==================== issueq_free_list
Fig. 1: issueq_free_list, close-up of the layout
Region (92, 92) to (117, 117) µm. Cells in gray, sequential cells in the stronger gray; small squares are vias.
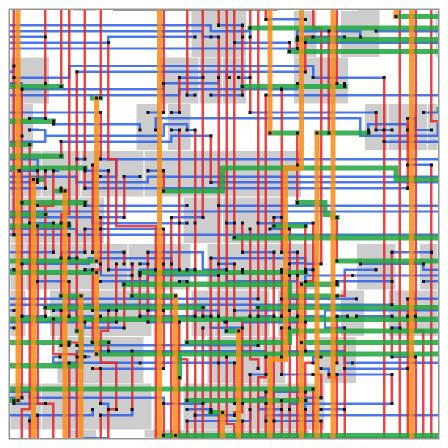

[config.mk]
export PLATFORM = sky130hd
export DESIGN_NAME = issueq_free_list
export DESIGN_NICKNAME = d
export VERILOG_FILES = /design/src/rtl/issueq_free_list_pkg.sv /design/src/rtl/issueq_free_list_ram.sv /design/src/rtl/issueq_free_list.sv
export SDC_FILE = /design/constraint.sdc
export NUM_CORES = 1
export LEC_CHECK = 0
export CAP_MARGIN = 20
export CELL_PAD_IN_SITES_DETAIL_PLACEMENT = 0
export CELL_PAD_IN_SITES_GLOBAL_PLACEMENT = 1
export CORE_MARGIN = 4
export CORE_UTILIZATION = 39
export DETAILED_ROUTE_END_ITERATION = 10
export GPL_ROUTABILITY_DRIVEN = 0
export PLACE_DENSITY = 0.73
export SYNTH_ARGS = -nofsm -noshare
export SYNTH_HDL_FRONTEND = slang
export SYNTH_SLANG_ARGS = --single-unit
[constraint.sdc]
create_clock -name clk -period 8.25 [get_ports clk]
set_input_delay 1.2375 -clock clk [delete_from_list [all_inputs] [get_ports clk]]
set_output_delay 1.2375 -clock clk [all_outputs]
set_load 0.02 [all_outputs]
[src/rtl/issueq_free_list_pkg.sv]
// Shared types and sizing for the issue-queue free list.
package issueq_free_list_pkg;

  localparam int SIZE_ISSUEQ      = 32;
  localparam int SIZE_ISSUEQ_LOG  = 5;
  localparam int DISPATCH_WIDTH   = 4;
  localparam int IQ_FREEING_WIDTH = 4;

  typedef logic [SIZE_ISSUEQ_LOG-1:0] iq_id_t;
  typedef logic [SIZE_ISSUEQ_LOG:0]   iq_cnt_t;

  // One freed-entry lane from the IQ freeing stage.
  typedef struct packed {
    logic   valid;
    iq_id_t id;
  } iq_entry_pkt;

  localparam iq_cnt_t FULL_CNT = iq_cnt_t'(SIZE_ISSUEQ);
  localparam iq_cnt_t DW_CNT   = iq_cnt_t'(DISPATCH_WIDTH);
  localparam iq_id_t  DW_STEP  = iq_id_t'(DISPATCH_WIDTH);

endpackage

[src/rtl/issueq_free_list_ram.sv]
// Free-list storage: DISPATCH_WIDTH async read ports, IQ_FREEING_WIDTH sync
// write ports. Reset and init both reload the identity map ram[k] = k.
module issueq_free_list_ram
  import issueq_free_list_pkg::*;
(
  input  logic                              clk,
  input  logic                              reset,
  input  logic                              init_i,
  input  iq_id_t [DISPATCH_WIDTH-1:0]       raddr,
  output iq_id_t [DISPATCH_WIDTH-1:0]       rdata,
  input  logic   [IQ_FREEING_WIDTH-1:0]     we,
  input  iq_id_t [IQ_FREEING_WIDTH-1:0]     waddr,
  input  iq_id_t [IQ_FREEING_WIDTH-1:0]     wdata
);

  iq_id_t mem [SIZE_ISSUEQ];

  // Storage update: identity load on reset/init, otherwise all write lanes at once.
  // Write addresses never collide because the top compacts lanes onto distinct slots.
  always_ff @(posedge clk or posedge reset) begin
    if (reset) begin
      for (int k = 0; k < SIZE_ISSUEQ; k++) mem[k] <= iq_id_t'(k);
    end else if (init_i) begin
      for (int k = 0; k < SIZE_ISSUEQ; k++) mem[k] <= iq_id_t'(k);
    end else begin
      for (int j = 0; j < IQ_FREEING_WIDTH; j++) begin
        if (we[j]) mem[waddr[j]] <= wdata[j];
      end
    end
  end

  // Combinational read of the dispatch window.
  always_comb begin
    rdata = '0;
    for (int i = 0; i < DISPATCH_WIDTH; i++) rdata[i] = mem[raddr[i]];
  end

endmodule

[src/rtl/issueq_free_list.sv]
// Circular free list of issue-queue entry IDs. Freed IDs are compacted onto
// the tail; dispatch takes DISPATCH_WIDTH IDs from the head. Full vs empty is
// tracked only by the occupancy counter, never by pointer comparison.
module issueq_free_list
  import issueq_free_list_pkg::*;
(
  input  logic                                            clk,
  input  logic                                            reset,
  input  logic                                            flush_i,
  input  logic                                            iqAlloc_i,
  input  iq_entry_pkt [IQ_FREEING_WIDTH-1:0]              freedEntry_i,
  output logic [DISPATCH_WIDTH-1:0][SIZE_ISSUEQ_LOG-1:0]  freeEntry_o,
  output logic [SIZE_ISSUEQ_LOG:0]                        freeCnt_o,
  output logic                                            iqFreeStall_o
);

  iq_id_t  head;
  iq_id_t  tail;
  iq_cnt_t count;
  iq_cnt_t count_next;

  logic    stall;
  logic    pop;
  iq_id_t  push_cnt;
  iq_id_t  [IQ_FREEING_WIDTH-1:0] lane_off;

  iq_id_t  [DISPATCH_WIDTH-1:0]   raddr;
  iq_id_t  [DISPATCH_WIDTH-1:0]   rdata;
  logic    [IQ_FREEING_WIDTH-1:0] we;
  iq_id_t  [IQ_FREEING_WIDTH-1:0] waddr;
  iq_id_t  [IQ_FREEING_WIDTH-1:0] wdata;

  // Stall looks at the registered count only; same-cycle pushes never help.
  assign stall = (count < DW_CNT);
  assign pop   = iqAlloc_i & ~stall & ~flush_i;

  // Prefix sum over valid lanes: each valid lane gets the next free tail slot.
  always_comb begin
    push_cnt = '0;
    lane_off = '0;
    for (int j = 0; j < IQ_FREEING_WIDTH; j++) begin
      lane_off[j] = push_cnt;
      if (freedEntry_i[j].valid) push_cnt = push_cnt + iq_id_t'(1);
    end
  end

  // Write lanes and read window addresses; both wrap naturally at SIZE.
  always_comb begin
    we    = '0;
    waddr = '0;
    wdata = '0;
    raddr = '0;
    for (int j = 0; j < IQ_FREEING_WIDTH; j++) begin
      we[j]    = freedEntry_i[j].valid & ~flush_i;
      waddr[j] = tail + lane_off[j];
      wdata[j] = freedEntry_i[j].id;
    end
    for (int i = 0; i < DISPATCH_WIDTH; i++) raddr[i] = head + iq_id_t'(i);
  end

  assign count_next = count + {1'b0, push_cnt} - (pop ? DW_CNT : '0);

  // Pointer and occupancy registers; flush reloads the full identity state.
  always_ff @(posedge clk or posedge reset) begin
    if (reset) begin
      head  <= '0;
      tail  <= '0;
      count <= FULL_CNT;
    end else if (flush_i) begin
      head  <= '0;
      tail  <= '0;
      count <= FULL_CNT;
    end else begin
      if (pop) head <= head + DW_STEP;
      tail  <= tail + push_cnt;
      count <= count_next;
    end
  end

  issueq_free_list_ram u_ram (
    .clk    (clk),
    .reset  (reset),
    .init_i (flush_i),
    .raddr  (raddr),
    .rdata  (rdata),
    .we     (we),
    .waddr  (waddr),
    .wdata  (wdata)
  );

  assign freeEntry_o   = rdata;
  assign freeCnt_o     = count;
  assign iqFreeStall_o = stall;

`ifndef SYNTHESIS
  logic [SIZE_ISSUEQ-1:0] shadow;
  logic [SIZE_ISSUEQ-1:0] shadow_next;
  logic                   dup_push;

  // Shadow membership: popped IDs leave, pushed IDs must not already be present.
  always_comb begin
    shadow_next = shadow;
    dup_push    = 1'b0;
    if (pop) begin
      for (int i = 0; i < DISPATCH_WIDTH; i++) shadow_next[freeEntry_o[i]] = 1'b0;
    end
    for (int j = 0; j < IQ_FREEING_WIDTH; j++) begin
      if (freedEntry_i[j].valid) begin
        if (shadow_next[freedEntry_i[j].id]) dup_push = 1'b1;
        shadow_next[freedEntry_i[j].id] = 1'b1;
      end
    end
  end

  // Shadow register tracks the list contents as a bit-vector.
  always_ff @(posedge clk or posedge reset) begin
    if (reset)        shadow <= '1;
    else if (flush_i) shadow <= '1;
    else              shadow <= shadow_next;
  end

  ap_alloc_while_stalled: assert property (@(posedge clk) disable iff (reset)
    !(iqAlloc_i && stall && !flush_i))
    else $error("protocol error: iqAlloc_i asserted while stalled");

  ap_count_overflow: assert property (@(posedge clk) disable iff (reset)
    !flush_i |-> (count_next <= FULL_CNT))
    else $error("free list occupancy exceeds capacity");

  ap_no_duplicate: assert property (@(posedge clk) disable iff (reset)
    !flush_i |-> !dup_push)
    else $error("duplicate id pushed into free list");

  for (genvar g = 0; g < IQ_FREEING_WIDTH; g++) begin : g_id_range
    ap_id_range: assert property (@(posedge clk) disable iff (reset)
      freedEntry_i[g].valid |-> ({1'b0, freedEntry_i[g].id} < FULL_CNT))
      else $error("pushed id out of range");
  end
`endif

endmodule

==================== instr_prefetch_unit
**config.mk**
```make
export PLATFORM = sky130hd
export DESIGN_NAME = instr_prefetch_unit
export DESIGN_NICKNAME = d
export VERILOG_FILES = /design/src/rtl/instr_prefetch_unit.sv
export SDC_FILE = /design/constraint.sdc
export NUM_CORES = 1
export LEC_CHECK = 0
export CAP_MARGIN = 0
export CORE_MARGIN = 8
export CORE_UTILIZATION = 47
export CTS_BUF_LIST = sky130_fd_sc_hd__clkbuf_2
export DETAILED_ROUTE_END_ITERATION = 10
export PLACE_DENSITY = 0.72
export SYNTH_ARGS = -nofsm -noshare
export SYNTH_HDL_FRONTEND = slang
export SYNTH_SLANG_ARGS = --single-unit
```
**constraint.sdc**
```tcl
create_clock -name clk -period 3.9 [get_ports clk]
set_clock_uncertainty 0.2 [all_clocks]
set_input_delay 0.585 -clock clk [delete_from_list [all_inputs] [get_ports clk]]
set_output_delay 0.585 -clock clk [all_outputs]
set_load 0.01 [all_outputs]
```
**src/rtl/instr_prefetch_unit.sv**
```systemverilog
`default_nettype none
// ============================================================================
// Module      : instr_prefetch_unit
// Description : Instruction fetch front end. Fetches words over req/gnt/rvalid,
//               buffers them with their PCs and flushes on EX redirects.
// Revision    : 1.0 - initial release
// ============================================================================
module instr_prefetch_unit #(
    parameter logic [31:0] RESET_VECTOR = 32'h0000_0000,
    parameter int          DEPTH        = 4
) (
    input  logic        clk,
    input  logic        reset,
    input  logic        redirect_valid,
    input  logic [31:0] redirect_pc,
    output logic        if_valid,
    output logic [31:0] if_pc,
    output logic [31:0] if_instr,
    input  logic        if_ready,
    output logic        mem_req,
    output logic [31:0] mem_addr,
    input  logic        mem_gnt,
    input  logic        mem_rvalid,
    input  logic [31:0] mem_rdata
);

    localparam int          AW          = $clog2(DEPTH);
    localparam int          CW          = $clog2(DEPTH) + 1;
    localparam logic [31:0] c_NOP       = 32'h0000_0013;
    localparam logic [CW+1:0] c_DEPTH_W = (CW+2)'(DEPTH);

    logic [31:0]   r_fetch_pc;
    logic [31:0]   r_resp_pc;
    logic [CW-1:0] r_count;
    logic [CW-1:0] r_live;
    logic [CW-1:0] r_discard;
    logic [AW-1:0] r_wr_ptr;
    logic [AW-1:0] r_rd_ptr;
    logic [31:0]   r_fifo_pc    [DEPTH];
    logic [31:0]   r_fifo_instr [DEPTH];

    logic [CW+1:0] w_outstanding;
    logic          w_fire;
    logic          w_drop;
    logic          w_keep;
    logic          w_pop;
    logic [31:0]   w_target;
    logic [CW-1:0] w_discard_redir;
    logic          w_unused;

    // Issue decision uses registered occupancy only, so no input reaches mem_req.
    assign w_outstanding = {2'b00, r_count} + {2'b00, r_live} + {2'b00, r_discard};
    assign mem_req       = !reset && (w_outstanding < c_DEPTH_W);
    assign mem_addr      = r_fetch_pc;

    assign w_fire = mem_req && mem_gnt;
    assign w_drop = mem_rvalid && (r_discard != '0);
    assign w_keep = mem_rvalid && (r_discard == '0) && (r_live != '0);
    assign w_pop  = if_valid && if_ready;

    assign w_target = {redirect_pc[31:2], 2'b00};
    assign w_unused = ^redirect_pc[1:0];

    // Everything granted and not yet returned is dropped; a grant this cycle
    // still belongs to the old path.
    assign w_discard_redir = r_discard + r_live + CW'(w_fire) - CW'(w_drop | w_keep);

    always_ff @(posedge clk) begin
        if (reset) begin
            r_fetch_pc <= RESET_VECTOR;
            r_resp_pc  <= RESET_VECTOR;
            r_count    <= '0;
            r_live     <= '0;
            r_discard  <= '0;
            r_wr_ptr   <= '0;
            r_rd_ptr   <= '0;
        end else if (redirect_valid) begin
            r_fetch_pc <= w_target;
            r_resp_pc  <= w_target;
            r_count    <= '0;
            r_live     <= '0;
            r_discard  <= w_discard_redir;
            r_wr_ptr   <= '0;
            r_rd_ptr   <= '0;
        end else begin
            if (w_fire) begin
                r_fetch_pc <= r_fetch_pc + 32'd4;
            end
            if (w_keep) begin
                r_resp_pc <= r_resp_pc + 32'd4;
                r_wr_ptr  <= r_wr_ptr + AW'(1);
            end
            if (w_pop) begin
                r_rd_ptr <= r_rd_ptr + AW'(1);
            end
            r_count   <= r_count + CW'(w_keep) - CW'(w_pop);
            r_live    <= r_live + CW'(w_fire) - CW'(w_keep);
            r_discard <= r_discard - CW'(w_drop);
        end
    end

    always_ff @(posedge clk) begin
        if (!reset && !redirect_valid && w_keep) begin
            r_fifo_pc[r_wr_ptr]    <= r_resp_pc;
            r_fifo_instr[r_wr_ptr] <= mem_rdata;
        end
    end

    assign if_valid = !reset && (r_count != '0);
    assign if_pc    = if_valid ? r_fifo_pc[r_rd_ptr]    : 32'h0000_0000;
    assign if_instr = if_valid ? r_fifo_instr[r_rd_ptr] : c_NOP;

endmodule
`default_nettype wire
```
==================== audio_sequencer
### src/rtl/audio_sequencer.sv
// Transport controller: divides clk48 into sample/tick/beat strobes, applies swing to
// beat length and walks songpos between loop_start and loop_end.
//
// state | meaning
// STOP  | counters held, no strobes, waiting for run
// PLAY  | counters running, strobes generated
// PAUSE | counters and songpos frozen, resumes from the exact count
module audio_sequencer #(
  parameter int SAMPLE_DIV = 1024,
  parameter int TICK_LEN   = 256,
  parameter int BEAT_TICKS = 18,
  parameter int SWING      = 5
) (
  input  logic       clk48,
  input  logic       rst,
  input  logic       run,
  input  logic       restart,
  input  logic [7:0] loop_start,
  input  logic [7:0] loop_end,
  output logic       sample_stb,
  output logic       tick_stb,
  output logic       beat_stb,
  output logic [7:0] songpos,
  output logic [7:0] songpos_next,
  output logic [4:0] beat_div,
  output logic       playing
);

  localparam int SW = (SAMPLE_DIV > 1) ? $clog2(SAMPLE_DIV) : 1;
  localparam int TW = (TICK_LEN > 1) ? $clog2(TICK_LEN) : 1;
  localparam logic [SW-1:0] SAMP_LAST = SW'(SAMPLE_DIV - 1);
  localparam logic [TW-1:0] TICK_LAST = TW'(TICK_LEN - 1);
  localparam logic [4:0] LONG_M1  = 5'(BEAT_TICKS + SWING - 1);
  localparam logic [4:0] SHORT_M1 = 5'(BEAT_TICKS - SWING - 1);

  typedef enum logic [1:0] {ST_STOP, ST_PLAY, ST_PAUSE} state_t;

  state_t        state_q;
  logic [SW-1:0] samp_q;
  logic [TW-1:0] tick_q;
  logic [4:0]    beat_div_q;
  logic [7:0]    songpos_q;
  logic          first_q;
  logic          playing_q;
  logic [4:0]    beat_len_d;
  logic          counting;

  always_comb begin
    counting   = (state_q == ST_PLAY) && !restart;
    sample_stb = counting && (samp_q == SAMP_LAST);
    tick_stb   = sample_stb && (tick_q == TICK_LAST);
    beat_stb   = tick_stb && (beat_div_q == 5'd0);
    if (first_q || (songpos_q == loop_end)) songpos_next = loop_start;
    else                                    songpos_next = songpos_q + 8'd1;
    // odd positions get the long (swung) beat
    beat_len_d = songpos_next[0] ? LONG_M1 : SHORT_M1;
  end

  always_ff @(posedge clk48 or posedge rst) begin
    if (rst) begin
      state_q    <= ST_STOP;
      samp_q     <= '0;
      tick_q     <= '0;
      beat_div_q <= 5'd0;
      songpos_q  <= 8'd0;
      first_q    <= 1'b1;
      playing_q  <= 1'b0;
    end else if (restart) begin
      samp_q     <= '0;
      tick_q     <= '0;
      beat_div_q <= 5'd0;
      first_q    <= 1'b1;
      state_q    <= run ? ST_PLAY : ST_STOP;
      playing_q  <= run;
    end else begin
      case (state_q)
        ST_STOP: begin
          if (run) begin
            state_q   <= ST_PLAY;
            playing_q <= 1'b1;
          end
        end
        ST_PLAY: begin
          samp_q <= (samp_q == SAMP_LAST) ? '0 : samp_q + 1'b1;
          if (sample_stb) tick_q <= (tick_q == TICK_LAST) ? '0 : tick_q + 1'b1;
          if (beat_stb) begin
            songpos_q  <= songpos_next;
            beat_div_q <= beat_len_d;
            first_q    <= 1'b0;
          end else if (tick_stb) begin
            beat_div_q <= beat_div_q - 5'd1;
          end
          // a strobe on the run-drop cycle still completes before pausing
          if (!run) begin
            state_q   <= ST_PAUSE;
            playing_q <= 1'b0;
          end
        end
        ST_PAUSE: begin
          if (run) begin
            state_q   <= ST_PLAY;
            playing_q <= 1'b1;
          end
        end
        default: begin
          state_q   <= ST_STOP;
          playing_q <= 1'b0;
        end
      endcase
    end
  end

  assign songpos  = songpos_q;
  assign beat_div = beat_div_q;
  assign playing  = playing_q;

endmodule
### config.mk
export PLATFORM = sky130hd
export DESIGN_NAME = audio_sequencer
export DESIGN_NICKNAME = d
export VERILOG_FILES = /design/src/rtl/audio_sequencer.sv
export SDC_FILE = /design/constraint.sdc
export NUM_CORES = 1
export LEC_CHECK = 0
export ABC_AREA = 1
export CORE_ASPECT_RATIO = 2
export CORE_MARGIN = 4
export CORE_UTILIZATION = 40
export CTS_BUF_LIST = sky130_fd_sc_hd__clkbuf_16
export CTS_CLUSTER_DIAMETER = 50
export CTS_CLUSTER_SIZE = 12
export DETAILED_ROUTE_END_ITERATION = 16
export GPL_TIMING_DRIVEN = 1
export PLACE_DENSITY = 0.78
export SLEW_MARGIN = 40
export SYNTH_ARGS = -nofsm -noshare
export SYNTH_HDL_FRONTEND = slang
export SYNTH_SLANG_ARGS = --single-unit
### constraint.sdc
create_clock -name clk48 -period 1.6 [get_ports clk48]
set_clock_uncertainty 0.15 [all_clocks]
set_input_delay 0.32 -clock clk48 [delete_from_list [all_inputs] [get_ports clk48]]
set_output_delay 0.32 -clock clk48 [all_outputs]
set_load 0.01 [all_outputs]
Fig. 2: instr_prefetch_unit, clock distribution
Drawn at 3 px/µm.
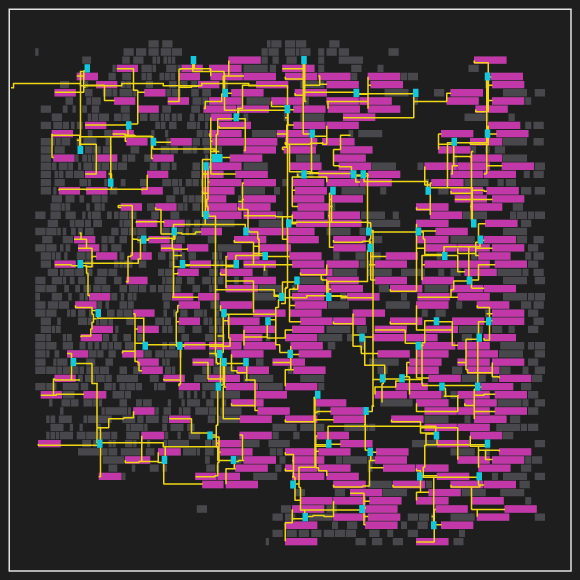
Key: magenta = flip-flops [count 323]; yellow = clock wires [length 4030 µm]; cyan = clock drivers [count 79]
There are 80 routed clock nets.

==> reports/qor.log, instr_prefetch_unit <==
[cts] TritonCTS clock tree done
[route] Routed WL per cell 18.5 µm
[cells_and_area] leading cell type in the layout, fill and taps excluded sky130_fd_sc_hd__edfxtp_1
[cells_and_area] non-clock inverter count in the final layout 61
[yosys] number of cell instances after yosys synthesis 916
[yosys] cell type with the largest total area after synthesis sky130_fd_sc_hd__edfxtp_1
[timing] setup total negative slack 0 ps
[power_and_ir_drop] total combinational power 0.631 mW
[placement] final RePlAce weighted congestion 0.830
[setup_path] Crit path arrival time 2930 ps
[yosys] area fraction in mux cells 10.3%
[yosys] adder and majority gate portion of the synthesized area 2.48%
[run_status] result of the run complete, no violations
[timing] unrepaired setup endpoints after global routing false
[floorplanning] die footprint 0.0349 mm²
-- instr_prefetch_unit: registers in the layout (all words and copies together), names as in the netlist, named ones only --
register / cells
r_fifo_instr: 128
r_fifo_pc: 120
mem_addr: 30
r_resp_pc: 30
r_count: 3
r_discard: 3
r_live: 3
r_rd_ptr: 2
r_wr_ptr: 2
-- instr_prefetch_unit: path summary, 6_finish.rpt --
kind / from / end
worst max-delay path: r_live[1] / mem_req
worst min-delay path: mem_rdata[9] / r_fifo_instr[0][9]
worst max register to register: r_count[2] / r_live[2]
worst min register to register: r_wr_ptr[1] / r_wr_ptr[1]
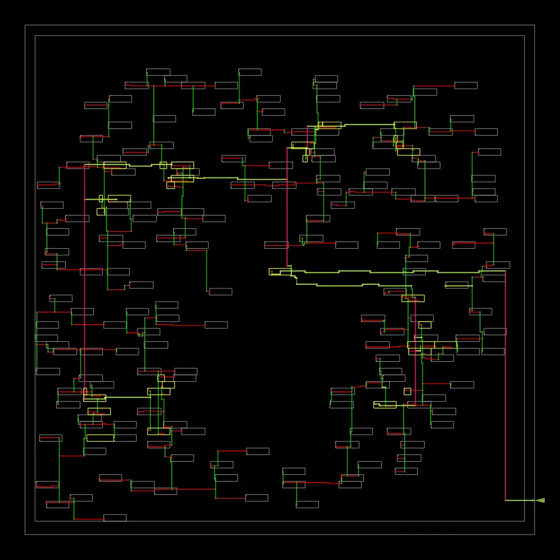
Fig. 3. Clock nets (issueq_free_list).
power in the clock group: 0.859 mW
clock network latency to the later pin of the worst-skew pair: 470 ps

## Picture notes: Fig. 1
Key: red = metal 2; blue = metal 1; orange = metal 4; green = metal 3
Most frequent: nor2_1 (10), nand2_1 (4). Sequential cells in the window: 0. 45 logic cells have their middle in the window.

==> reports/qor.log, issueq_free_list <==
[cells_and_area] top library cells by usage in the layout, fill and taps aside 186 x sky130_fd_sc_hd__nand2_1, 159 x sky130_fd_sc_hd__nor2_1, 127 x sky130_fd_sc_hd__nand3_1
[timing] largest clock skew in the final design 18.5 ps
[yosys] cell type with the largest total area after synthesis sky130_fd_sc_hd__dfrtp_1
[power_and_ir_drop] post-layout power 4.00 mW
[placement] dpl cells 2242
[yosys] yosys xor share 0.999%
[cells_and_area] fraction of final layout cells sized beyond drive strength 1 20.9%
[cts] count of buffers added by post-CTS timing repair for setup 0
[timing] post-route worst hold slack 588 ps
[floorplanning] row cnt 73
[setup_path] R2R Path Start tail[1]
[cells_and_area] Largest cell class multi-input combinational cells
[cells_and_area] non-clock buffer instance count of the final layout 97
[setup_path] class of the most critical setup path in2reg
[cells_and_area] fraction of standard cell area that is sequential 26.1%
[route] number of nets still failing antenna checks after routing 0
[cts] Clock Tree Root sky130_fd_sc_hd__clkbuf_16
[cts] Gates resized, CTS repair 0
[setup_path] endpoint class of the critical path flip-flop
[cells_and_area] Clock buffer cells 23
[setup_path] total stage count of the critical path 12
[run_status] result of the run complete, no violations
[cells_and_area] Layout Utilization 43.0%
[yosys] post-synth tally of flip-flops with integrated enable 0
## issueq_free_list: worst min-delay path, cell delays in order (launching register included)
cell	delay, ps
sky130_fd_sc_hd__dfrtp_1	390
sky130_fd_sc_hd__xnor2_1	90
sky130_fd_sc_hd__nor2_1	70
## issueq_free_list: state kept, by name (all words and copies together) (netlist names)
register	cells
u_ram.mem	160
freeCnt_o	6
tail	5
head	3
## issueq_free_list: layer usage
layer  global-route usage [%]  vias to the layer above  share of wire (%)
met3                     8.52                      295                 12
li1                         -                     6731                  -
met5                        0                        -                  0
met1                     42.8                     7899                 39
met2                     47.0                     1204                 42
met4                     19.4                        0                6.9
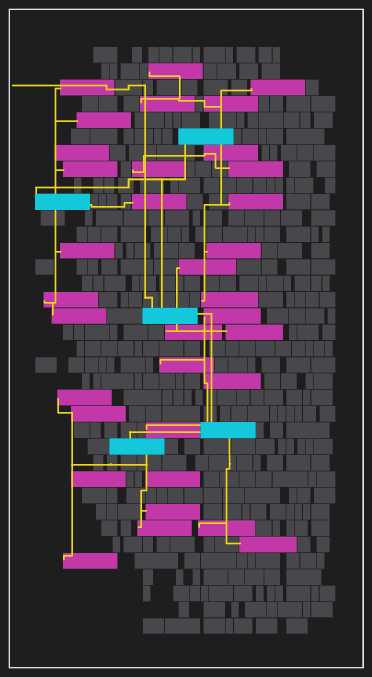
Fig. 4. Clock distribution (audio_sequencer).
Drawn at 6 px/µm.
Key: cyan = clock drivers [count 5]; yellow = clock wires [length 472 µm]; magenta = flip-flops [count 34]
There are 6 routed clock nets.

==> reports/qor.log, audio_sequencer <==
[yosys] cell type with the largest total area after synthesis sky130_fd_sc_hd__dfrtp_1
[placement] final RePlAce weighted congestion 0.884
[run_status] result of the run finished with violations
[yosys] cell with the most instances after synthesis sky130_fd_sc_hd__nand2_1
[timing] Final Setup Violations 41
[power_and_ir_drop] Power Dens Cells 561 mW/mm²
[setup_path] data required time of the critical path 1130 ps
[setup_path] critical path fanouts, max 5
[grt] GR Util All Layers 24.8%
[setup_path] category of the worst setup path launch point flip-flop
[timing] final-report hold violation count 0
[timing] Final WS setup -718 ps
[timing] Tmin final 2320 ps
[setup_path] kind of cell adding the most delay to the critical path simple AND/OR/NAND/NOR gates
[power_and_ir_drop] Net Sw Frac 25.0%
[run_status] failing checks setup timing
## audio_sequencer: cells by family (layout without fill, tap and decap cells)
family / after synthesis / count (layout) / share of synthesized area [%]
buffers and inverters: 54 / 199 / 10.3
xor gates and xnor gates: 17 / 17 / 7.23
AOI/OAI and AO/OA: 47 / 47 / 12.9
and+or+nand+nor: 117 / 118 / 25.8
adders and majority gates: 4 / 4 / 2.43
DFF: 34 / 34 / 41.4

==================== commit_rob_ctrl
Fig. 5: commit_rob_ctrl, placed cells, one color a class
Drawn at 4 px/µm. Fill, decap, tap and diode cells in gray.
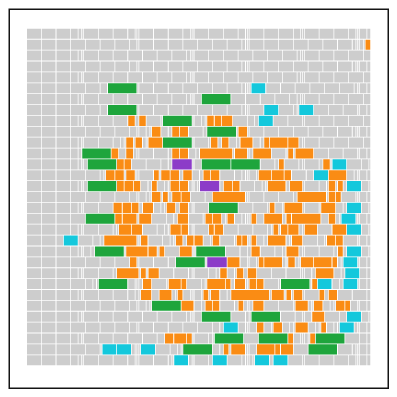

### src/rtl/rob_pkg.sv
// Shared reorder-buffer types and the live-window helper used by the commit controller.
package rob_pkg;

    localparam int ROB_ID_W  = 4;
    localparam int ROB_DEPTH = 1 << ROB_ID_W;

    typedef logic [ROB_ID_W-1:0] rob_id_t;
    typedef logic [ROB_ID_W:0]   rob_ptr_t;

    // An id is live when its distance from head is below the occupancy; this stays correct when full.
    function automatic logic rob_in_window(input rob_ptr_t head, input rob_ptr_t tail, input rob_id_t id);
        rob_id_t  offset;
        rob_ptr_t occ;
        offset = id - head[ROB_ID_W-1:0];
        occ    = tail - head;
        return ({1'b0, offset} < occ);
    endfunction

endpackage

### src/rtl/commit_rob_done_vec.sv
// Per-entry completion flags: set by writeback, cleared by alloc or commit, wiped on reset/flush.
module commit_rob_done_vec
    import rob_pkg::*;
(
    input  logic                 clk,
    input  logic                 reset,
    input  logic                 flush,
    input  logic                 set_en,
    input  rob_id_t              set_id,
    input  logic                 alloc_clr_en,
    input  rob_id_t              alloc_clr_id,
    input  logic                 commit_clr_en,
    input  rob_id_t              commit_clr_id,
    output logic [ROB_DEPTH-1:0] done
);

    logic [ROB_DEPTH-1:0] done_reg;

    generate
        for (genvar gi = 0; gi < ROB_DEPTH; gi++) begin : g_done
            localparam rob_id_t IDX = rob_id_t'(gi);
            always_ff @(posedge clk) begin
                if (reset || flush) begin
                    done_reg[gi] <= 1'b0;
                end else if ((alloc_clr_en && alloc_clr_id == IDX) ||
                             (commit_clr_en && commit_clr_id == IDX)) begin
                    done_reg[gi] <= 1'b0;
                end else if (set_en && set_id == IDX) begin
                    done_reg[gi] <= 1'b1;
                end
            end
        end
    endgenerate

    assign done = done_reg;

endmodule

### src/rtl/commit_rob_ctrl.sv
// In-order 16-entry ROB commit controller: id allocation, writeback tracking, head retirement, flush.
// Optional writeback legality flag enabled by defining COMMIT_ROB_CTRL_WB_CHECK_EN.
module commit_rob_ctrl
    import rob_pkg::*;
#(
    parameter int READYN_MARGIN = 4
) (
    input  logic              clk,
    input  logic              reset,
    input  logic              snoop_hit,
    input  logic              bco_valid,
    input  logic              alloc_valid,
    output logic [ROB_ID_W-1:0] alloc_id,
    output logic              alloc_readyn,
    input  logic              wb_valid,
    input  logic [ROB_ID_W-1:0] wb_id,
    output logic              commit_valid,
    output logic [ROB_ID_W-1:0] commit_id,
    input  logic              commit_ready,
    output logic [ROB_ID_W:0] count,
    output logic              empty,
    output logic              wb_err
);

    rob_ptr_t             head_reg, head_next;
    rob_ptr_t             tail_reg, tail_next;
    rob_ptr_t             free_slots;
    logic [ROB_DEPTH-1:0] done;
    logic                 flush;
    logic                 full;
    logic                 wb_in_window;
    logic                 alloc_fire;
    logic                 wb_fire;
    logic                 commit_fire;

    assign flush        = snoop_hit | bco_valid;
    assign count        = tail_reg - head_reg;
    assign full         = (count == rob_ptr_t'(ROB_DEPTH));
    assign empty        = (count == '0);
    assign free_slots   = rob_ptr_t'(ROB_DEPTH) - count;
    assign alloc_readyn = (free_slots <= rob_ptr_t'(READYN_MARGIN));
    assign alloc_id     = tail_reg[ROB_ID_W-1:0];
    assign commit_id    = head_reg[ROB_ID_W-1:0];

    assign wb_in_window = rob_in_window(head_reg, tail_reg, wb_id);

    // Full is taken from registered state, so a same-cycle commit never frees room for an alloc.
    assign alloc_fire   = alloc_valid & ~full & ~flush;
    assign wb_fire      = wb_valid & wb_in_window & ~flush;
    assign commit_valid = ~empty & done[commit_id] & ~flush;
    assign commit_fire  = commit_valid & commit_ready;

    always_comb begin
        head_next = head_reg;
        tail_next = tail_reg;
        if (flush) begin
            head_next = '0;
            tail_next = '0;
        end else begin
            if (commit_fire) head_next = head_reg + rob_ptr_t'(1);
            if (alloc_fire)  tail_next = tail_reg + rob_ptr_t'(1);
        end
    end

    always_ff @(posedge clk) begin
        if (reset) begin
            head_reg <= '0;
            tail_reg <= '0;
        end else begin
            head_reg <= head_next;
            tail_reg <= tail_next;
        end
    end

    commit_rob_done_vec u_done_vec (
        .clk           (clk),
        .reset         (reset),
        .flush         (flush),
        .set_en        (wb_fire),
        .set_id        (wb_id),
        .alloc_clr_en  (alloc_fire),
        .alloc_clr_id  (alloc_id),
        .commit_clr_en (commit_fire),
        .commit_clr_id (commit_id),
        .done          (done)
    );

`ifdef COMMIT_ROB_CTRL_WB_CHECK_EN
    logic wb_err_reg;
    logic wb_err_next;

    assign wb_err_next = wb_valid & (~wb_in_window | done[wb_id]);

    always_ff @(posedge clk) begin
        if (reset || flush) begin
            wb_err_reg <= 1'b0;
        end else begin
            wb_err_reg <= wb_err_next;
        end
    end

    assign wb_err = wb_err_reg;
`else
    assign wb_err = 1'b0;
`endif

endmodule

### config.mk
export PLATFORM = sky130hd
export DESIGN_NAME = commit_rob_ctrl
export DESIGN_NICKNAME = d
export VERILOG_FILES = /design/src/rtl/rob_pkg.sv /design/src/rtl/commit_rob_done_vec.sv /design/src/rtl/commit_rob_ctrl.sv
export SDC_FILE = /design/constraint.sdc
export NUM_CORES = 1
export LEC_CHECK = 0
export CORE_MARGIN = 4
export CORE_UTILIZATION = 25
export DETAILED_ROUTE_END_ITERATION = 6
export MAX_ROUTING_LAYER = met4
export PLACE_DENSITY = 0.54
export SLEW_MARGIN = 10
export SYNTH_ARGS = -nofsm -noshare
export SYNTH_HDL_FRONTEND = slang
export SYNTH_HIERARCHICAL = 1
export SYNTH_SLANG_ARGS = --single-unit
### constraint.sdc
create_clock -name clk -period 10 [get_ports clk]
set_clock_uncertainty 0.15 [all_clocks]
set_input_delay 1 -clock clk [delete_from_list [all_inputs] [get_ports clk]]
set_output_delay 1 -clock clk [all_outputs]
set_load 0.02 [all_outputs]
==================== grid_renderer
==> src/rtl/grid_renderer.sv <==
// grid_renderer
//   Read-side consumer of the tetris grid memory. Walks a VGA raster at
//   half the system clock rate, fetches one grid cell per pixel tick over
//   the memory's read-only port, and turns each 8-bit block code into an
//   RGB332 colour for the DAC pins. It never writes the memory; tearing
//   against grid-controller writes within a frame is tolerated.
//
// Ports
//   clk            system clock (pixel rate is clk/2)
//   reset          synchronous, active-high
//   rd_addr_o      grid memory read address, registered (row*GRID_COLS+col)
//   rd_en_o        read strobe, high only for fetches inside the grid area
//   rd_data_i      grid memory read data, valid one clk after rd_addr_o
//   hsync_o        horizontal sync, active-low
//   vsync_o        vertical sync, active-low
//   rgb_o          pixel colour {R[2:0],G[2:0],B[1:0]}
//   frame_start_o  one-clk pulse while pixel (0,0) is driven on rgb_o
module grid_renderer #(
    parameter int CELL_SHIFT = 4,
    parameter int GRID_COLS  = 12,
    parameter int GRID_ROWS  = 20,
    parameter int X_ORIGIN   = 224,
    parameter int Y_ORIGIN   = 80,
    parameter int H_ACTIVE   = 640,
    parameter int H_FP       = 16,
    parameter int H_SYNC     = 96,
    parameter int H_BP       = 48,
    parameter int V_ACTIVE   = 480,
    parameter int V_FP       = 10,
    parameter int V_SYNC     = 2,
    parameter int V_BP       = 33
) (
    input  logic       clk,
    input  logic       reset,
    output logic [7:0] rd_addr_o,
    output logic       rd_en_o,
    input  logic [7:0] rd_data_i,
    output logic       hsync_o,
    output logic       vsync_o,
    output logic [7:0] rgb_o,
    output logic       frame_start_o
);

    localparam int H_TOTAL = H_ACTIVE + H_FP + H_SYNC + H_BP;
    localparam int V_TOTAL = V_ACTIVE + V_FP + V_SYNC + V_BP;

    localparam logic [9:0] H_LAST    = 10'(H_TOTAL - 1);
    localparam logic [9:0] V_LAST    = 10'(V_TOTAL - 1);
    localparam logic [9:0] H_ACT     = 10'(H_ACTIVE);
    localparam logic [9:0] V_ACT     = 10'(V_ACTIVE);
    localparam logic [9:0] HS_START  = 10'(H_ACTIVE + H_FP);
    localparam logic [9:0] HS_END    = 10'(H_ACTIVE + H_FP + H_SYNC);
    localparam logic [9:0] VS_START  = 10'(V_ACTIVE + V_FP);
    localparam logic [9:0] VS_END    = 10'(V_ACTIVE + V_FP + V_SYNC);
    localparam logic [9:0] X_LO      = 10'(X_ORIGIN);
    localparam logic [9:0] X_HI      = 10'(X_ORIGIN + (GRID_COLS << CELL_SHIFT));
    localparam logic [9:0] Y_LO      = 10'(Y_ORIGIN);
    localparam logic [9:0] Y_HI      = 10'(Y_ORIGIN + (GRID_ROWS << CELL_SHIFT));
    localparam logic [9:0] CELL_MASK = 10'((1 << CELL_SHIFT) - 1);
    localparam logic [7:0] COLS8     = 8'(GRID_COLS);

    // Pixel-rate enable and raster position
    logic       pixEn_q;
    logic [9:0] hCnt_q, hCnt_d;
    logic [9:0] vCnt_q, vCnt_d;

    // Stage A: fetch issue plus everything needed to colour the pixel later
    logic [7:0] rdAddr_q, rdAddr_d;
    logic       rdEn_q, rdEn_d;
    logic       activeA_q, activeA_d;
    logic       inGridA_q;
    logic       edgeA_q, edgeA_d;
    logic       hsA_q, hsA_d;
    logic       vsA_q, vsA_d;
    logic       originA_q, originA_d;

    // Stage B: registered pins
    logic       hsync_q;
    logic       vsync_q;
    logic [7:0] rgb_q, rgb_d;
    logic       frameStart_q, frameStart_d;

    logic [9:0] hOff, vOff;
    logic [7:0] cellCol, cellRow;

    // Pixel enable simply toggles; the first clk out of reset is a non-tick.
    always_ff @(posedge clk) begin
        if (reset) pixEn_q <= 1'b0;
        else       pixEn_q <= ~pixEn_q;
    end

    // Raster counters: h wraps at end of line, v advances on that wrap.
    always_comb begin
        hCnt_d = hCnt_q;
        vCnt_d = vCnt_q;
        if (hCnt_q == H_LAST) begin
            hCnt_d = 10'd0;
            vCnt_d = (vCnt_q == V_LAST) ? 10'd0 : vCnt_q + 10'd1;
        end else begin
            hCnt_d = hCnt_q + 10'd1;
        end
    end

    always_ff @(posedge clk) begin
        if (reset) begin
            hCnt_q <= 10'd0;
            vCnt_q <= 10'd0;
        end else if (pixEn_q) begin
            hCnt_q <= hCnt_d;
            vCnt_q <= vCnt_d;
        end
    end

    // Stage A decode. Offsets wrap when outside the grid, but they are only
    // used when inGrid holds, so the wrap is harmless.
    always_comb begin
        hOff      = hCnt_q - X_LO;
        vOff      = vCnt_q - Y_LO;
        cellCol   = 8'(hOff >> CELL_SHIFT);
        cellRow   = 8'(vOff >> CELL_SHIFT);
        rdEn_d    = (hCnt_q >= X_LO) && (hCnt_q < X_HI) &&
                    (vCnt_q >= Y_LO) && (vCnt_q < Y_HI);
        // Constant multiply reduces to shift-and-add ((row<<3)+(row<<2) for 12).
        rdAddr_d  = rdEn_d ? (cellRow * COLS8 + cellCol) : rdAddr_q;
        activeA_d = (hCnt_q < H_ACT) && (vCnt_q < V_ACT);
        edgeA_d   = ((hOff & CELL_MASK) == 10'd0) || ((vOff & CELL_MASK) == 10'd0);
        hsA_d     = !((hCnt_q >= HS_START) && (hCnt_q < HS_END));
        vsA_d     = !((vCnt_q >= VS_START) && (vCnt_q < VS_END));
        originA_d = (hCnt_q == 10'd0) && (vCnt_q == 10'd0);
    end

    always_ff @(posedge clk) begin
        if (reset) begin
            rdAddr_q  <= 8'd0;
            rdEn_q    <= 1'b0;
            activeA_q <= 1'b0;
            inGridA_q <= 1'b0;
            edgeA_q   <= 1'b0;
            hsA_q     <= 1'b1;
            vsA_q     <= 1'b1;
            originA_q <= 1'b0;
        end else if (pixEn_q) begin
            rdAddr_q  <= rdAddr_d;
            rdEn_q    <= rdEn_d;
            activeA_q <= activeA_d;
            inGridA_q <= rdEn_d;
            edgeA_q   <= edgeA_d;
            hsA_q     <= hsA_d;
            vsA_q     <= vsA_d;
            originA_q <= originA_d;
        end
    end

    // Stage B colour lookup: memory data arrived on the intervening non-tick
    // clk. Empty cells get a faint outline on their first row and column.
    always_comb begin
        rgb_d = 8'h00;
        if (activeA_q && inGridA_q) begin
            case (rd_data_i)
                8'd0:    rgb_d = edgeA_q ? 8'h24 : 8'h00;
                8'd1:    rgb_d = 8'h1F;
                8'd2:    rgb_d = 8'hFC;
                8'd3:    rgb_d = 8'hA3;
                8'd4:    rgb_d = 8'h1C;
                8'd5:    rgb_d = 8'hE0;
                8'd6:    rgb_d = 8'h03;
                8'd7:    rgb_d = 8'hF0;
                8'd8:    rgb_d = 8'h92;
                default: rgb_d = 8'hE3;
            endcase
        end
        // frame_start must last a single clk, so it drops on the non-tick clk.
        frameStart_d = pixEn_q ? originA_q : 1'b0;
    end

    always_ff @(posedge clk) begin
        if (reset) begin
            hsync_q <= 1'b1;
            vsync_q <= 1'b1;
            rgb_q   <= 8'h00;
        end else if (pixEn_q) begin
            hsync_q <= hsA_q;
            vsync_q <= vsA_q;
            rgb_q   <= rgb_d;
        end
    end

    always_ff @(posedge clk) begin
        if (reset) frameStart_q <= 1'b0;
        else       frameStart_q <= frameStart_d;
    end

    assign rd_addr_o     = rdAddr_q;
    assign rd_en_o       = rdEn_q;
    assign hsync_o       = hsync_q;
    assign vsync_o       = vsync_q;
    assign rgb_o         = rgb_q;
    assign frame_start_o = frameStart_q;

endmodule
==> config.mk <==
export PLATFORM = sky130hd
export DESIGN_NAME = grid_renderer
export DESIGN_NICKNAME = d
export VERILOG_FILES = /design/src/rtl/grid_renderer.sv
export SDC_FILE = /design/constraint.sdc
export NUM_CORES = 1
export LEC_CHECK = 0
export CORE_MARGIN = 2
export CORE_UTILIZATION = 50
export DETAILED_ROUTE_END_ITERATION = 10
export PLACE_DENSITY_LB_ADDON = 0.05
export SLEW_MARGIN = 25
export SYNTH_ARGS = -nofsm -noshare
export SYNTH_HDL_FRONTEND = slang
export SYNTH_SLANG_ARGS = --single-unit
export TNS_END_PERCENT = 5
==> constraint.sdc <==
create_clock -name clk -period 2.6 [get_ports clk]
set_clock_uncertainty 0.05 [all_clocks]
set_input_delay 0.26 -clock clk [delete_from_list [all_inputs] [get_ports clk]]
set_output_delay 0.26 -clock clk [all_outputs]
set_load 0.005 [all_outputs]

==> notes/layouts.md <==
Pictures saved along the way, in no particular order.

Clock distribution.
picture 1
Drawn at 8 px/µm.
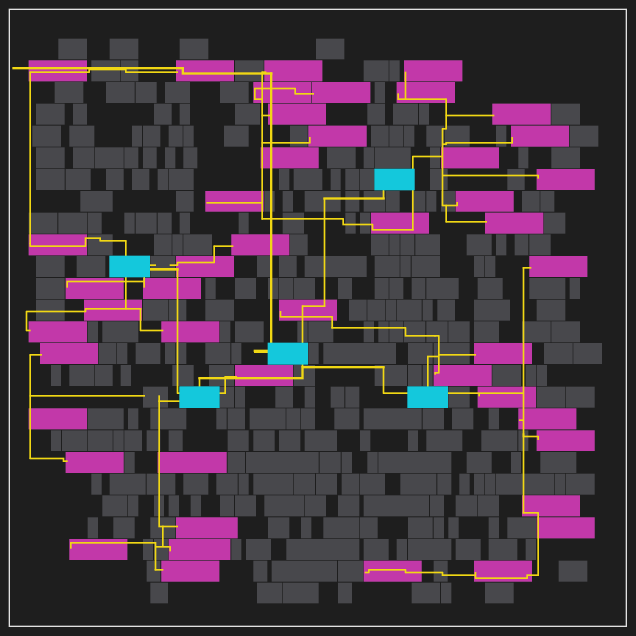
picture 2
Drawn at 6 px/µm.
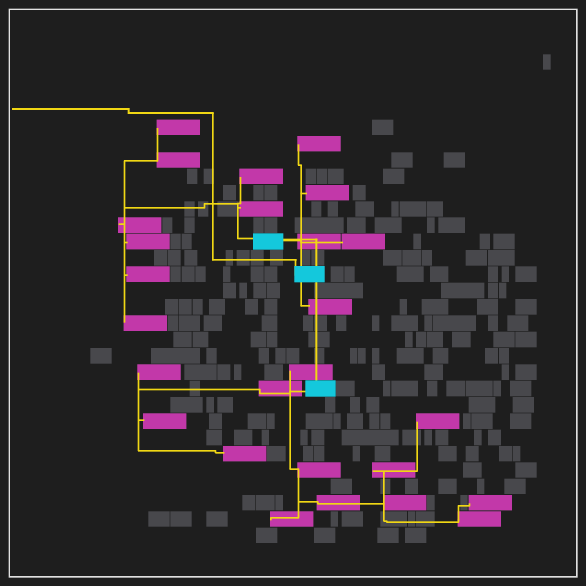
Of these, most sequential cells: picture 1
Of these, largest die: picture 2
- grid_renderer = picture 1
- commit_rob_ctrl = picture 2

Key to picture 2:
Key: cyan = clock drivers [count 3]; yellow = clock wires [length 379 µm]; magenta = flip-flops [count 26]
There are 4 routed clock nets.

Fig. 6: commit_rob_ctrl, clock nets
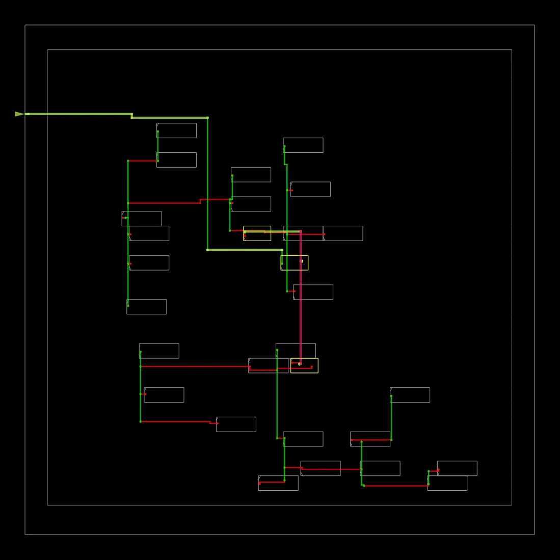
total clock sinks: 26
FFs & Latches: 26
Clock buffer cells: 3

About Fig. 5:
Key: green = flops [cells 26, share of their area 25%]; cyan = other buffers and delay cells [cells 26, share of their area 13%]; orange = combinational and other logic [cells 176, share of their area 60%]; purple = clock drivers [cells 3, share of their area 2.0%]

==> reports/qor.log, commit_rob_ctrl <==
[run_status] result of the run complete, no violations
[floorplanning] die footprint 0.00890 mm²
[timing] slew at the pin with the worst max-slew slack 806 ps
[setup_path] Max stage delay on crit path 860 ps
[cells_and_area] multi-input logic portion of the cell area 54.4%
[yosys] Post-Synth Simple-Gate Area 23.8%
[yosys] post-synthesis instance total 217
[setup_path] R2R Path Start head_reg[0]
[cts] clock edge transition at the registers on the reported setup and hold paths 90 ps
[cells_and_area] Final Instance Area 0.00218 mm²
[yosys] area fraction in mux cells 5.77%
[setup_path] Worst R2R End u_done_vec/done[12]
[timing] Tmin final 5010 ps
[flow_run] warning total across the stage logs 27
[floorplanning] die y size 94.4 µm
[floorplanning] Pre-Place Util 25.7%
[route] detailed router's first-iteration violation count 151
[timing] setup total negative slack 0 ps
[yosys] post-synth tally of flip-flops with integrated enable 0
[power_and_ir_drop] Net Sw Frac 23.4%
[grt] busiest grt layer met2
[power_and_ir_drop] fraction of power consumed by sequential logic 57.6%
[cells_and_area] final standard cell count with taps included and fillers excluded 330
commit_rob_ctrl: worst max-delay path by stage:
stage | depth (start not counted) | end | slack, ps
final | 12 | commit_valid | 4990
after global routing | 12 | commit_valid | 4730
after detailed placement | 12 | commit_valid | 5290
after global placement | 12 | commit_valid | 5340
after floorplan | 10 | commit_valid | 6010
after CTS | 12 | commit_valid | 4960
commit_rob_ctrl: worst max-delay path, delay by kind of cell, from the launching register on:
kind                       cells  cell delay [ps]
xor gates and xnor gates       1              210
and+or+nand+nor                2              380
buffers and inverters          3              760
DFF                            1              860
AOI/OAI and AO/OA              3              490
adders and majority gates      3              890
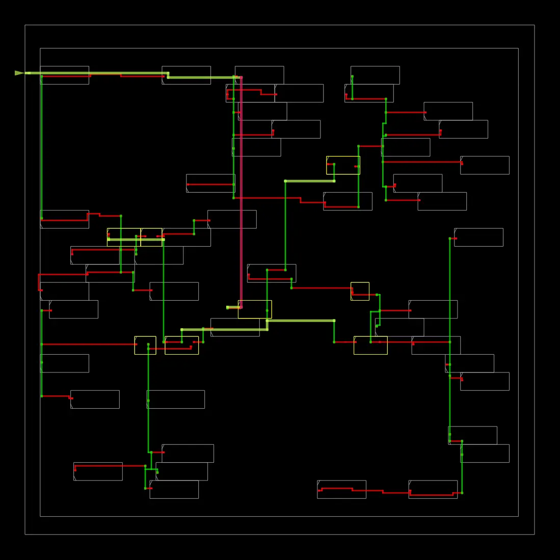
Fig. 7. Clock nets (grid_renderer).
clock network latency to the later pin of the worst-skew pair: 310 ps
FFs & Latches: 46

==> reports/qor.log, grid_renderer <==
[cells_and_area] Largest cell class multi-input combinational cells
[grt] wire length of the first global-routing pass 10300 µm
[timing] Final Setup Violations 0
[yosys] post-synth tally of flip-flops with integrated enable 0
[yosys] async set or reset register ratio after synthesis 0%
[power_and_ir_drop] Power Dens Cells 387 mW/mm²
[setup_path] number of cells on the worst reg-to-reg path 13
[yosys] post-synthesis sequential element count 46
[cts] Clock Tree Root sky130_fd_sc_hd__clkbuf_8
[grt] busiest grt layer met2
[setup_path] category of the worst setup path launch point flip-flop
[placement] Placed Instance Area 0.00308 mm²
[route] final wirelength 6020 µm
[power_and_ir_drop] internal power 0.945 mW
[grt] number of antenna violations at the first check in global routing 0
[floorplanning] die footprint 0.00592 mm²
[setup_path] Critical-path top delay cell sky130_fd_sc_hd__fa_2
[setup_path] slack of the worst reg-to-reg path 120 ps
[cells_and_area] top library cells by usage in the layout, fill and taps aside 44 x sky130_fd_sc_hd__nor2_1, 43 x sky130_fd_sc_hd__dfxtp_1, 29 x sky130_fd_sc_hd__clkdlybuf4s50_1
[yosys] cell with the most instances after synthesis sky130_fd_sc_hd__dfxtp_1
[cts] # H-tree levels 2
[cells_and_area] fraction of standard cell area that is sequential 28.2%
[run_status] result of the run complete, no violations
[yosys] cell type with the largest total area after synthesis sky130_fd_sc_hd__dfxtp_1
-- grid_renderer: metrics by stage --
| step | worst slack [ps] | total power, mW | cells | setup TNS [ps] |
|---|---|---|---|---|
| after floorplan | 17.4 | 0.789 | 309 | 0 |
| after global placement | 59.7 | 0.821 | 407 | 0 |
| after detailed placement | -16.9 | 0.822 | 407 | -16.9 |
| after CTS | 12.6 | 1.28 | 420 | 0 |
| after global routing | 4.50 | 1.33 | 420 | 0 |
| final | 119 | 1.27 | 420 | 0 |

==================== mac_accum_ctrl
Fig. 8: mac_accum_ctrl, placed cells, one color a class
Drawn at 4 px/µm. Fill, decap, tap and diode cells in gray.
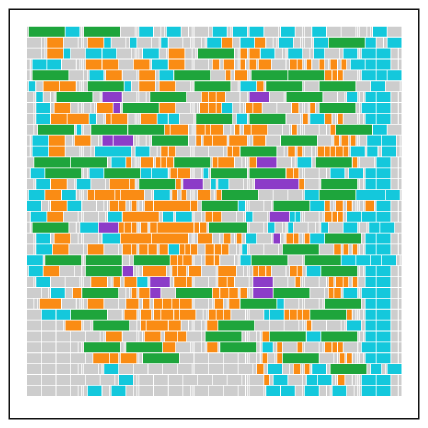
`src/rtl/mac_accum_ctrl.sv`:
```
// Accumulation controller for a low-voltage adder: feeds products into an external
// adder, replays sums flagged by the timing-error detector, and hands out the total.
module mac_accum_ctrl #(
    parameter int LEN_W     = 8,
    parameter int MAX_RETRY = 3
) (
    input  logic                    clk,
    input  logic                    rst,
    input  logic                    start,
    input  logic [LEN_W-1:0]        len,
    input  logic                    p_valid,
    input  logic signed [15:0]      p_data,
    output logic                    p_ready,
    output logic signed [15:0]      add_a,
    output logic signed [23:0]      add_b,
    input  logic signed [23:0]      add_z,
    input  logic                    add_err,
    output logic                    res_valid,
    output logic signed [23:0]      res_data,
    input  logic                    res_ready,
    output logic                    res_err,
    output logic [7:0]              replay_cnt,
    output logic                    busy
);

    localparam int RETRY_W = (MAX_RETRY < 1) ? 1 : $clog2(MAX_RETRY + 1);

    typedef enum logic [1:0] {IDLE, ACC, REPLAY, DONE} state_t;

    state_t                    state_q, state_d;
    logic signed [23:0]        acc_q, acc_d;
    logic signed [15:0]        hold_q, hold_d;
    logic [LEN_W-1:0]          count_q, count_d;
    logic [LEN_W-1:0]          len_q, len_d;
    logic [RETRY_W-1:0]        retry_q, retry_d;
    logic [7:0]                replay_q, replay_d;
    logic                      err_q, err_d;
    logic [LEN_W-1:0]          count_inc;

    function automatic logic [7:0] sat_inc8(input logic [7:0] v);
        return (v == 8'hFF) ? v : v + 8'd1;
    endfunction

    assign count_inc  = count_q + LEN_W'(1);
    assign add_b      = acc_q;
    assign res_data   = acc_q;
    assign res_err    = err_q;
    assign replay_cnt = replay_q;
    assign busy       = (state_q != IDLE);

    always_comb begin
        state_d   = state_q;
        acc_d     = acc_q;
        hold_d    = hold_q;
        count_d   = count_q;
        len_d     = len_q;
        retry_d   = retry_q;
        replay_d  = replay_q;
        err_d     = err_q;
        p_ready   = 1'b0;
        res_valid = 1'b0;
        add_a     = p_data;
        case (state_q)
            IDLE: begin
                if (start) begin
                    len_d    = len;
                    acc_d    = '0;
                    count_d  = '0;
                    retry_d  = '0;
                    replay_d = '0;
                    err_d    = 1'b0;
                    state_d  = (len == '0) ? DONE : ACC;
                end
            end
            ACC: begin
                p_ready = 1'b1;
                if (p_valid) begin
                    if (!add_err) begin
                        acc_d   = add_z;
                        count_d = count_inc;
                        state_d = (count_inc == len_q) ? DONE : ACC;
                    end else begin
                        hold_d   = p_data;
                        retry_d  = RETRY_W'(1);
                        replay_d = sat_inc8(replay_q);
                        state_d  = REPLAY;
                    end
                end
            end
            REPLAY: begin
                add_a = hold_q;
                // Once the retry budget is spent the flagged sum is taken anyway and marked.
                if (!add_err || (retry_q >= RETRY_W'(MAX_RETRY))) begin
                    if (add_err) begin
                        err_d = 1'b1;
                    end
                    acc_d   = add_z;
                    count_d = count_inc;
                    state_d = (count_inc == len_q) ? DONE : ACC;
                end else begin
                    retry_d  = retry_q + RETRY_W'(1);
                    replay_d = sat_inc8(replay_q);
                end
            end
            DONE: begin
                res_valid = 1'b1;
                if (res_ready) begin
                    state_d = IDLE;
                end
            end
            default: state_d = IDLE;
        endcase
    end

    always_ff @(posedge clk or posedge rst) begin
        if (rst) begin
            state_q  <= IDLE;
            acc_q    <= '0;
            hold_q   <= '0;
            count_q  <= '0;
            len_q    <= '0;
            retry_q  <= '0;
            replay_q <= '0;
            err_q    <= 1'b0;
        end else begin
            state_q  <= state_d;
            acc_q    <= acc_d;
            hold_q   <= hold_d;
            count_q  <= count_d;
            len_q    <= len_d;
            retry_q  <= retry_d;
            replay_q <= replay_d;
            err_q    <= err_d;
        end
    end

endmodule

```
`config.mk`:
```
export PLATFORM = sky130hd
export DESIGN_NAME = mac_accum_ctrl
export DESIGN_NICKNAME = d
export VERILOG_FILES = /design/src/rtl/mac_accum_ctrl.sv
export SDC_FILE = /design/constraint.sdc
export NUM_CORES = 1
export LEC_CHECK = 0
export CORE_MARGIN = 4
export CORE_UTILIZATION = 41
export DETAILED_ROUTE_END_ITERATION = 16
export GPL_ROUTABILITY_DRIVEN = 0
export GPL_TIMING_DRIVEN = 0
export PLACE_DENSITY_LB_ADDON = 0.1
export SLEW_MARGIN = 15
export SYNTH_ARGS = -nofsm -noshare
export SYNTH_HDL_FRONTEND = slang
export SYNTH_SLANG_ARGS = --single-unit
```
`constraint.sdc`:
```
create_clock -name clk -period 2.2 [get_ports clk]
set_input_delay 0.44 -clock clk [delete_from_list [all_inputs] [get_ports clk]]
set_output_delay 0.44 -clock clk [all_outputs]
set_load 0.01 [all_outputs]
```
==> reports/qor.log <==
[cells_and_area] final-stage net count 582
[cells_and_area] fill cell instance count of the final layout 750
[cells_and_area] Final Instance Area 0.00550 mm²
[yosys] area share of the largest cell type after synthesis 47.7%
[timing] final tally of max-slew violations 0
[route] routed wire length on met3 825 µm
[cts] CTS buffer count 9
[setup_path] category of the worst setup path launch point flip-flop
[cts] TritonCTS clock tree done
[power_and_ir_drop] power in the clock group 1.04 mW
[grt] GR Util All Layers 18.2%
[cts] # H-tree levels 3
[placement] dpl cells 605
[setup_path] endpoint class of the critical path primary output
[power_and_ir_drop] portion of total power attributed to the clock network 14.3%
[grt] wire length of the first global-routing pass 15100 µm
[run_status] result of the run complete, no violations
[setup_path] Critical-path top delay cell sky130_fd_sc_hd__dfrtp_1
[route] Top Layer Used met4
[route] number of nets still failing antenna checks after routing 0
[timing] largest clock skew in the final design 8.26 ps
[cts] clk buf depth 2
[yosys] post-synth tally of flip-flops with integrated enable 0
[yosys] compound-cell area share of the yosys netlist 10.6%
[cells_and_area] area used by sequential logic in the layout 0.00173 mm²
[power_and_ir_drop] fraction of power consumed by sequential logic 28.4%
[timing] slew at the pin with the worst max-slew slack 537 ps
[yosys] post-synthesis instance total 367
## Picture notes: Fig. 8
Key: green = flops [cells 69, share of their area 32%]; orange = combinational and other logic [cells 257, share of their area 33%]; purple = clock drivers and dummy loads [cells 16, share of their area 3.7%]; cyan = other buffers and delay cells [cells 184, share of their area 31%]
row cnt: 34
core region area: 0.00868 mm²

-- layout make-up --
| cell class | instances | area share [%] |
|---|---|---|
| plain buffers | 40 | 5.14 |
| flip-flops and latches | 69 | 31.4 |
| clock inverters | 6 | 1.14 |
| multi-input cells | 249 | 31.3 |
| repair buffers | 144 | 25.5 |
| well taps | 108 | 2.46 |
| clock buffers | 10 | 2.50 |
| inverters | 8 | 0.591 |
-- repair_timing --
item	CTS	global route
setup buffers	6	7
setup endpoints to repair	48	42
pin swaps	1	6
gates resized	84	33
cloned	0	1


==> layout pictures side by side <==
Placed cells, one color a class.
panel A
Drawn at 2 px/µm. Fill, decap, tap and diode cells in gray.
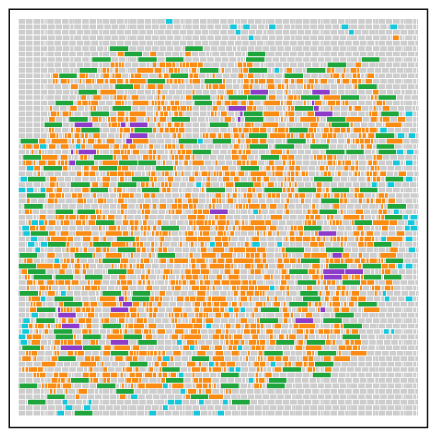
panel B
Drawn at 2 px/µm. Fill, decap, tap and diode cells in gray.
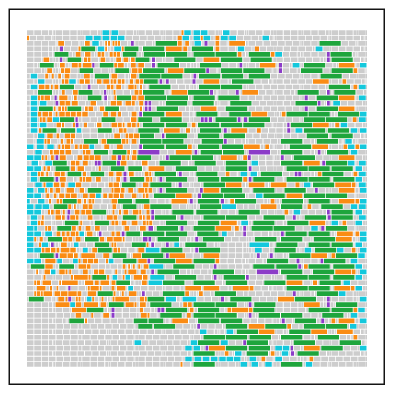
panel C
Drawn at 4 px/µm. Fill, decap, tap and diode cells in gray.
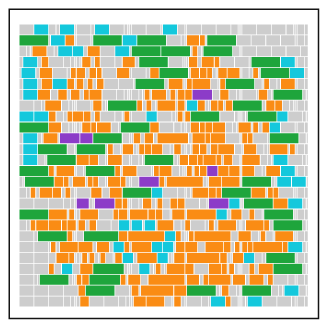
panel D
Drawn at 4 px/µm. Fill, decap, tap and diode cells in gray.
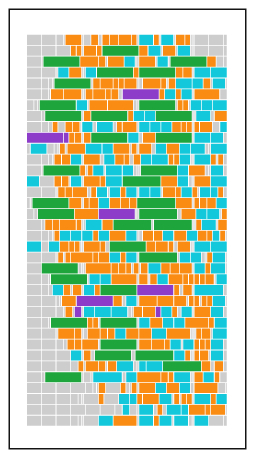
- most cells: panel A
- fewest sequential cells: panel D
panel B: instr_prefetch_unit
panel A: issueq_free_list
panel C: grid_renderer
panel D: audio_sequencer

Key to panel A:
Key: orange = combinational and other logic [cells 1447, share of their area 64%]; cyan = other buffers and delay cells [cells 97, share of their area 5.2%]; purple = clock drivers and dummy loads [cells 32, share of their area 3.5%]; green = flops [cells 174, share of their area 27%]

Power is estimated from default activity; no workload was simulated.
